# block 1

Block 1, gate families picked out:
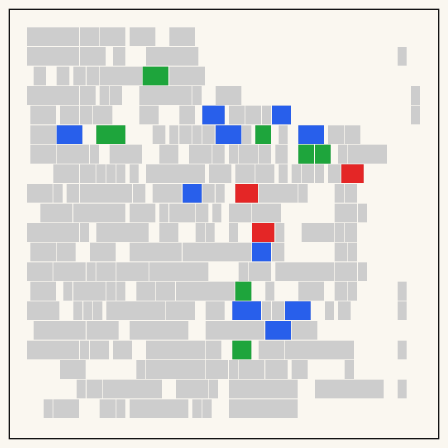

--- config.mk ---
export PLATFORM = sky130hd
export DESIGN_NAME = pending_priority_encoder_flat
export DESIGN_NICKNAME = d
export VERILOG_FILES = /design/src/rtl/pending_priority_encoder_pkg.sv /design/src/rtl/pending_priority_encoder_if.sv /design/src/rtl/pending_priority_encoder_prio_select.sv /design/src/rtl/pending_priority_encoder.sv /design/src/flat_wrapper.sv
export SDC_FILE = /design/constraint.sdc
export NUM_CORES = 1
export LEC_CHECK = 0
export CORE_MARGIN = 2
export CORE_UTILIZATION = 55
export DETAILED_ROUTE_END_ITERATION = 16
export HOLD_SLACK_MARGIN = 0.03
export MAX_ROUTING_LAYER = met4
export PLACE_DENSITY = 0.85
export SLEW_MARGIN = 15
export SYNTH_ARGS = -nofsm -noshare
export SYNTH_HDL_FRONTEND = slang
export SYNTH_HIERARCHICAL = 1
export SYNTH_SLANG_ARGS = --single-unit
--- constraint.sdc ---
create_clock -name clk -period 3.3 [get_ports clk]
set_clock_uncertainty 0.2 [all_clocks]
set_input_delay 0.33 -clock clk [delete_from_list [all_inputs] [get_ports clk]]
set_output_delay 0.33 -clock clk [all_outputs]
set_load 0.02 [all_outputs]
--- src/rtl/pending_priority_encoder_pkg.sv ---
// Shared constants and types for the pending priority encoder slice.
// Arbitration mode codes and the lost-event counter type.
package enc_pkg;

    localparam int MODE_FIXED = 0;
    localparam int MODE_RR    = 1;

    localparam int CNT_W = 8;
    typedef logic [CNT_W-1:0] cnt_t;

endpackage

--- src/rtl/pending_priority_encoder_if.sv ---
// Request/index bus of the pending priority encoder.
// master: encoder side (req, out_ready in; out_valid, out_idx,
//   any_pending, drop_cnt out). slave: the driving/consuming side.
interface pending_priority_encoder_if
    import enc_pkg::*;
#(
    parameter int N = 8
);
    localparam int IDX_W = $clog2(N);

    logic [N-1:0]     req;
    logic             out_valid;
    logic             out_ready;
    logic [IDX_W-1:0] out_idx;
    logic             any_pending;
    cnt_t             drop_cnt;

    modport master (
        input  req, out_ready,
        output out_valid, out_idx, any_pending, drop_cnt
    );

    modport slave (
        output req, out_ready,
        input  out_valid, out_idx, any_pending, drop_cnt
    );
endinterface

--- src/rtl/pending_priority_encoder_prio_select.sv ---
// Combinational first-set-bit search starting at a pointer, with wrap.
// Ports: vec (candidates), start (first position), found, idx.
module prio_select #(
    parameter  int N     = 8,
    localparam int IDX_W = $clog2(N)
) (
    input  logic [N-1:0]     vec,
    input  logic [IDX_W-1:0] start,
    output logic             found,
    output logic [IDX_W-1:0] idx
);

    // Explicit modulo wrap so non-power-of-two N never aliases.
    function automatic logic [IDX_W-1:0] wrap_pos(
        input logic [IDX_W-1:0] s,
        input int               k
    );
        int p;
        p = int'(s) + k;
        if (p >= N) p = p - N;
        return p[IDX_W-1:0];
    endfunction

    always_comb begin
        found = 1'b0;
        idx   = '0;
        for (int k = 0; k < N; k++) begin
            if (!found && vec[wrap_pos(start, k)]) begin
                found = 1'b1;
                idx   = wrap_pos(start, k);
            end
        end
    end

endmodule

--- src/rtl/pending_priority_encoder.sv ---
// Sticky pending register for N event pulses, issuing one encoded index
// per valid/ready handshake in fixed-priority (MODE 0) or round-robin
// (MODE 1) order. Ports: clk, rst (sync, active-high), bus (master).
// Optional PENDING_ENC_LOSS_DETECT_EN builds the saturating drop_cnt.
module pending_priority_encoder
    import enc_pkg::*;
#(
    parameter int N    = 8,
    parameter int MODE = MODE_FIXED
) (
    input  logic                           clk,
    input  logic                           rst,
    pending_priority_encoder_if.master     bus
);

    localparam int IDX_W = $clog2(N);
    typedef logic [IDX_W-1:0] idx_t;

    logic [N-1:0] pending;
    logic [N-1:0] clr;
    logic [N-1:0] pend_d;
    idx_t         rr_ptr;
    idx_t         start;
    idx_t         sel;
    logic         found;
    logic         load;

    assign start = (MODE == MODE_RR) ? rr_ptr : '0;

    prio_select #(.N(N)) u_sel (
        .vec   (pending),
        .start (start),
        .found (found),
        .idx   (sel)
    );

    assign load = (!bus.out_valid || bus.out_ready) && found;

    always_comb begin
        clr = '0;
        if (load) clr[sel] = 1'b1;
    end

    // A new pulse on the line being loaded re-arms it.
    assign pend_d = (pending & ~clr) | bus.req;

    assign bus.any_pending = |pending;

    always_ff @(posedge clk) begin
        if (rst) begin
            pending       <= '0;
            bus.out_valid <= 1'b0;
            bus.out_idx   <= '0;
            rr_ptr        <= '0;
        end else begin
            pending <= pend_d;
            if (load) begin
                bus.out_valid <= 1'b1;
                bus.out_idx   <= sel;
                rr_ptr        <= (sel == idx_t'(N - 1)) ? '0 : sel + 1'b1;
            end else if (bus.out_ready) begin
                bus.out_valid <= 1'b0;
            end
        end
    end

`ifdef PENDING_ENC_LOSS_DETECT_EN
    logic dup;
    cnt_t drop_q;

    // Duplicate: a pulse that merges into an already-pending event.
    assign dup = |(bus.req & pending & ~clr);

    always_ff @(posedge clk) begin
        if (rst) begin
            drop_q <= '0;
        end else if (dup && (drop_q != '1)) begin
            drop_q <= drop_q + 1'b1;
        end
    end

    assign bus.drop_cnt = drop_q;
`else
    assign bus.drop_cnt = '0;
`endif

endmodule

--- src/flat_wrapper.sv ---
// flat-port wrapper written by rule: the top's interface ports become plain ports
module pending_priority_encoder_flat import enc_pkg::*;
#(
    parameter int N    = 8,
    parameter int MODE = MODE_FIXED
)
  (clk, rst, bus_req, bus_out_ready, bus_out_valid, bus_out_idx, bus_any_pending, bus_drop_cnt);
  pending_priority_encoder_if #(.N(N)) bus_i ();
  input  logic clk;
  input  logic rst;
  input wire logic [$bits(bus_i.req)-1:0] bus_req;
  input wire logic [$bits(bus_i.out_ready)-1:0] bus_out_ready;
  output wire logic [$bits(bus_i.out_valid)-1:0] bus_out_valid;
  output wire logic [$bits(bus_i.out_idx)-1:0] bus_out_idx;
  output wire logic [$bits(bus_i.any_pending)-1:0] bus_any_pending;
  output wire logic [$bits(bus_i.drop_cnt)-1:0] bus_drop_cnt;
  assign bus_i.req = bus_req;
  assign bus_i.out_ready = bus_out_ready;
  assign bus_out_valid = bus_i.out_valid;
  assign bus_out_idx = bus_i.out_idx;
  assign bus_any_pending = bus_i.any_pending;
  assign bus_drop_cnt = bus_i.drop_cnt;
  pending_priority_encoder #(.N(N), .MODE(MODE)) u_core (.clk(clk), .rst(rst), .bus(bus_i));
endmodule
# block 2

**src/rtl/rr_arb8.sv**
```systemverilog
// rr_arb8: 8-source round-robin arbiter with a registered one-hot grant,
// a registered source index for the mux8to1 and an optional hold timeout.
//
// Parameters:
//   TIMEOUT  max cycles a grant may be held (2..65535); used only when the
//            optional timeout is compiled in
//   PARK     sel_o value driven from reset until the first grant
//
// Ports:
//   clock_i    in   1  sole clock, rising edge
//   reset_i    in   1  synchronous, active-high reset
//   req_i      in   8  request lines, bit n = source n
//   done_i     in   1  grantee finished; sampled only while valid_o=1
//   gnt_o      out  8  registered one-hot grant, zero when idle
//   sel_o      out  3  registered index of the granted source
//   valid_o    out  1  registered, high while a grant is held
//   timeout_o  out  1  registered one-cycle pulse on a forced release
//
// Optional feature: define RR_ARB8_TIMEOUT_EN to compile in the hold
// counter. Without it timeout_o is tied low and grants never expire.

module rr_arb8 #(
  parameter int unsigned TIMEOUT = 64,
  parameter logic [2:0]  PARK    = 3'd0
) (
  input  logic       clock_i,
  input  logic       reset_i,
  input  logic [7:0] req_i,
  input  logic       done_i,
  output logic [7:0] gnt_o,
  output logic [2:0] sel_o,
  output logic       valid_o,
  output logic       timeout_o
);

  typedef enum logic {
    S_IDLE,
    S_GRANT
  } state_e;

  state_e     state_q, state_d;
  logic [2:0] ptr_q, ptr_d;
  logic [7:0] gnt_q, gnt_d;
  logic [2:0] sel_q, sel_d;
  logic       valid_q, valid_d;

  logic       found;
  logic [2:0] pick;
  logic       release_n;

`ifdef RR_ARB8_TIMEOUT_EN
  localparam logic [15:0] LIMIT = 16'(TIMEOUT - 1);

  logic [15:0] cnt_q, cnt_d;
  logic        to_q, to_d;
`else
  logic unused_timeout;
  assign unused_timeout = ^16'(TIMEOUT);
`endif

  // First requester at or above ptr, wrapping 7 -> 0.
  always_comb begin
    found = 1'b0;
    pick  = 3'd0;
    for (int i = 0; i < 8; i++) begin
      if (!found && req_i[ptr_q + 3'(i)]) begin
        found = 1'b1;
        pick  = ptr_q + 3'(i);
      end
    end
  end

  // done and a request drop in the same cycle fold into one release.
  assign release_n = done_i || !req_i[sel_q];

  always_comb begin
    state_d = state_q;
    ptr_d   = ptr_q;
    gnt_d   = gnt_q;
    sel_d   = sel_q;
    valid_d = valid_q;
`ifdef RR_ARB8_TIMEOUT_EN
    cnt_d   = cnt_q;
    to_d    = 1'b0;
`endif
    unique case (state_q)
      S_IDLE: begin
        gnt_d   = 8'h00;
        valid_d = 1'b0;
        if (found) begin
          state_d = S_GRANT;
          gnt_d   = 8'h01 << pick;
          sel_d   = pick;
          valid_d = 1'b1;
`ifdef RR_ARB8_TIMEOUT_EN
          cnt_d   = 16'd0;
`endif
        end
      end
      S_GRANT: begin
        if (release_n) begin
          state_d = S_IDLE;
          ptr_d   = sel_q + 3'd1;
          gnt_d   = 8'h00;
          valid_d = 1'b0;
`ifdef RR_ARB8_TIMEOUT_EN
        end else if (cnt_q >= LIMIT) begin
          // Forced release; a normal release above wins on the same cycle.
          state_d = S_IDLE;
          ptr_d   = sel_q + 3'd1;
          gnt_d   = 8'h00;
          valid_d = 1'b0;
          to_d    = 1'b1;
        end else begin
          cnt_d   = cnt_q + 16'd1;
`endif
        end
      end
      default: begin
        state_d = S_IDLE;
      end
    endcase
  end

  always_ff @(posedge clock_i) begin
    if (reset_i) begin
      state_q <= S_IDLE;
      ptr_q   <= 3'd0;
      gnt_q   <= 8'h00;
      sel_q   <= PARK;
      valid_q <= 1'b0;
    end else begin
      state_q <= state_d;
      ptr_q   <= ptr_d;
      gnt_q   <= gnt_d;
      sel_q   <= sel_d;
      valid_q <= valid_d;
    end
  end

`ifdef RR_ARB8_TIMEOUT_EN
  always_ff @(posedge clock_i) begin
    if (reset_i) begin
      cnt_q <= 16'd0;
      to_q  <= 1'b0;
    end else begin
      cnt_q <= cnt_d;
      to_q  <= to_d;
    end
  end

  assign timeout_o = to_q;
`else
  assign timeout_o = 1'b0;
`endif

  assign gnt_o   = gnt_q;
  assign sel_o   = sel_q;
  assign valid_o = valid_q;

endmodule

```
**config.mk**
```make
export PLATFORM = sky130hd
export DESIGN_NAME = rr_arb8
export DESIGN_NICKNAME = d
export VERILOG_FILES = /design/src/rtl/rr_arb8.sv
export SDC_FILE = /design/constraint.sdc
export NUM_CORES = 1
export LEC_CHECK = 0
export CAP_MARGIN = 20
export CORE_AREA = 5 5 69 71
export DETAILED_ROUTE_END_ITERATION = 6
export DIE_AREA = 0 0 74 76
export DONT_BUFFER_PORTS = 1
export HOLD_SLACK_MARGIN = 0.15
export PLACE_DENSITY = 0.64
export SLEW_MARGIN = 25
export SYNTH_ARGS = -nofsm -noshare
export SYNTH_HDL_FRONTEND = slang
export SYNTH_SLANG_ARGS = --single-unit
export TNS_END_PERCENT = 50
```
**constraint.sdc**
```tcl
create_clock -name clock_i -period 4.5 [get_ports clock_i]
set_clock_uncertainty 0.05 [all_clocks]
set_input_delay 0.675 -clock clock_i [delete_from_list [all_inputs] [get_ports clock_i]]
set_output_delay 0.675 -clock clock_i [all_outputs]
set_load 0.01 [all_outputs]
```
Block 2, gate families picked out:
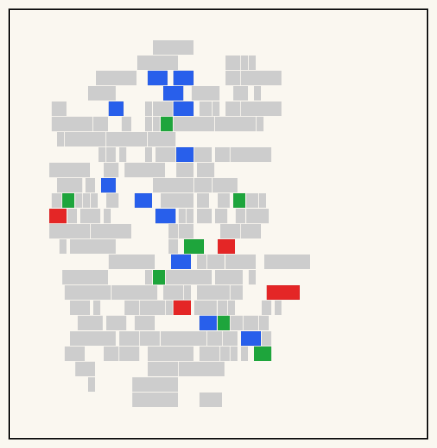
family	colour	cells	most used
and/or cells	green	7	and3_1
xor and xnor cells	red	4	xnor2_1
non-inverting ao/oa cells	blue	12	a32o_1

==> impl_metrics.py, block 2 <==
# Auto-generated metrics
metrics = {
    "outcome": {
        "status": "finished clean",
    },
    "place": {
        "dp_cells": 203,
    },
    "hold_path": {
        "min_from": "reset_i",
    },
    "final_layout": {
        "final_util_pct": 38.9,
    },
    "global_routing": {
        "grt_max_degree": 18,
        "use_met1_pct": 16.6,
        "busiest_layer": "met2",
        "grt_use_met2_pct": 23.8,
    },
    "setup_path": {
        "rr_worst_depth": 10,
        "cpLargestDelayFamily": "multiplexers",
        "rr_startpoint": "ptr_q[1]",
    },
    "routing": {
        "antenna_left": 0,
        "wl_met1_mm": 1.55,
        "vias": 1304,
    },
    "timing": {
        "fmax_ghz": 0.266,
    },
    "yosys": {
        "simple_gate_area_share_pct": 13.6,
        "syn_nets": 174,
    },
    "pwr": {
        "powerDensity_nw_per_um2": 449,
    },
}
-- block 2: power groups by stage --
| stage | Sequential (mW) | Combinational, mW | Clock (mW) |
|---|---|---|---|
| 6_report | 0.210 | 0.413 | 0.106 |
| 5_1_grt | 0.214 | 0.444 | 0.115 |
| 4_1_cts | 0.210 | 0.410 | 0.108 |
| 3_5_place_dp | 0.213 | 0.408 | 0 |
| 3_3_place_gp | 0.213 | 0.399 | 0 |
| 2_1_floorplan | 0.193 | 0.366 | 0 |
-- block 2: cells by family after synthesis --
family | after synthesis
and+or+nand+nor | 41
other | 1
muxes | 31
xor gates and xnor gates | 4
DFF | 16
AOI/OAI and AO/OA | 47
adders and majority gates | 3
buffers and inverters | 17
-- block 2: sequential cells by signal, summed over array words and instances, names as in the netlist --
signal / count
gnt_o: 8
ptr_q: 3
sel_o: 3
state_q: 1
valid_o: 1
-- block 2: Yosys cell counts (4+ instances only) --
library cell,number,share of area (%)
dfxtp_1,16,20
mux2i_1,14,8.9
mux4_2,12,17
nand2_1,12,2.9
nor2_1,10,2.4
a21oi_1,6,1.9
o31ai_1,6,2.9
inv_1,5,1.2
a32o_1,4,2.5
buf_4,4,1.9
o211ai_1,4,1.9
Block 1, met2 routing:
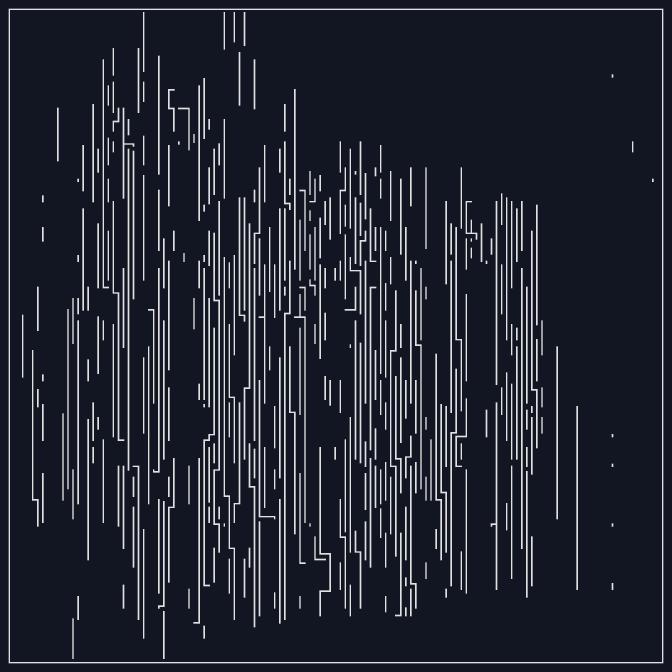
longest straight run	29.2 µm
share of all routed wire	50%
wire length on this layer	2,000 µm
nets with wire on the layer	192
main direction	vertical

## Picture notes: 'gate families picked out' of block 1
family	colour	cells
non-inverting ao/oa cells	blue	10
and/or cells	green	7
xor and xnor cells	red	3

==> impl_metrics.py, block 1 <==
# Auto-generated metrics
metrics = {
    "outcome": {
        "status": "finished clean",
    },
    "yosys": {
        "ys_cells": 187,
        "async_flop_share_pct": 0,
        "seq_area_frac_synth_pct": 14.2,
        "synthFlopType": "dfxtp_1",
        "simple_gate_area_share_pct": 19.1,
        "logic_family": "multiplexers",
    },
    "floorplan": {
        "die_h_um": 59.5,
        "io_pins": 24,
    },
    "final_layout": {
        "design_area_um2": 1890,
        "drive_gt1_share_pct": 22.5,
        "nNetsFinal": 224,
        "area_growth_pct": 11.7,
        "fillers": 223,
        "buffers_excl_clock": 24,
    },
    "routing": {
        "route.met3.wl_um": 243,
        "vias": 1544,
    },
    "job": {
        "warning_count": 26,
    },
    "timing": {
        "slew_headroom_pct": 61.9,
        "finalCriticalPeriod_ns": 2.85,
    },
    "cts": {
        "cts_buffers": 3,
        "cts_setup_buffers": 0,
        "cts_buffer_depth": 2,
    },
    "pwr": {
        "vdd.ir_drop.worst_v": 0.000339,
    },
    "place": {
        "placed_cell_area_um2": 1870,
        "gp_congestion": 0.967,
    },
    "setup_path": {
        "critPathMaxStageDelay_ns": 0.51,
        "critPathLaunchType": "flop",
    },
    "global_routing": {
        "use_met1_pct": 33.0,
    },
}
## block 1: sequential cells by signal, summed over array words and instances, names as in the netlist
register	count
u_core/bus.out_idx	3
u_core/bus.out_valid	1
u_core/pending	8
## block 1: power by group
| group | leakage, nW | switching (mW) | internal [mW] |
|---|---|---|---|
| Sequential | 0.100 | 0.0114 | 0.164 |
| Combinational | 0.647 | 0.265 | 0.215 |
| Clock | 0.0138 | 0.0470 | 0.0423 |
| Total | 0.761 | 0.323 | 0.422 |
## block 1: through the flow
step / cells / setup slack, ns / util, %
after floorplan: 200 / 0.621 / -
after global placement: 239 / 0.546 / 62.7
after detailed placement: 239 / 0.502 / 62.7
after CTS: 242 / 0.486 / 63.5
after global routing: 242 / 0.341 / 63.5
final: 242 / 0.445 / 63.5
## block 1: path summary, 6_finish.rpt
| check | from | to | slack [ns] | cells after the start |
|---|---|---|---|---|
| max | u_core/pending[5] | u_core/pending[2] | 0.45 | 7 |
| min | u_core/bus.out_idx[0] | u_core/bus.out_idx[0] | 0.28 | 2 |
| max reg2reg | u_core/pending[5] | u_core/pending[2] | 0.45 | 7 |
| min reg2reg | u_core/bus.out_idx[0] | u_core/bus.out_idx[0] | 0.28 | 2 |

==> layout pictures side by side <==
Placement density heat map.
picture 1
The die is cut into 7 by 8 equal tiles; white is low, dark blue is high, 0 to 100% covered.
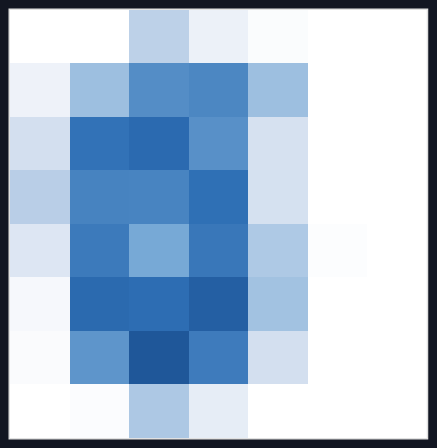
picture 2
The die is cut into 12 by 12 equal tiles; white is low, dark blue is high, 0 to 100% covered.
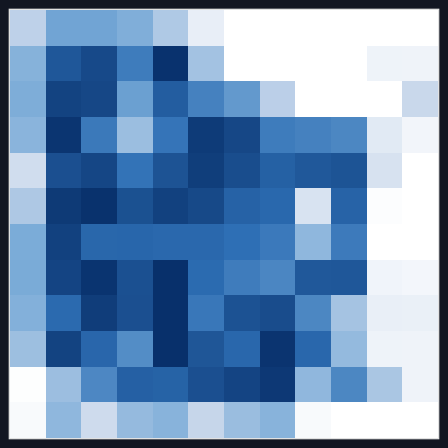
block 1 -> picture 2
block 2 -> picture 1

Key to picture 2:
tiles over 75% full	38%
nearly empty tiles	15%
emptiest ninth of the die	north-east
fullest tile	100%
mean over tiles	52%



==> notes/layouts.md <==
Pictures saved along the way, in no particular order.

Wiring by layer.
(a)
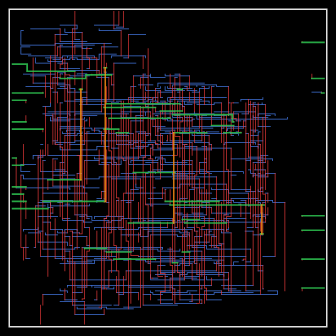
(b)
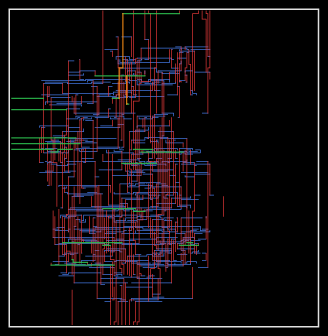
Block 1 is (a).
Block 2 is (b).

Power and IR drop assume default switching activity.
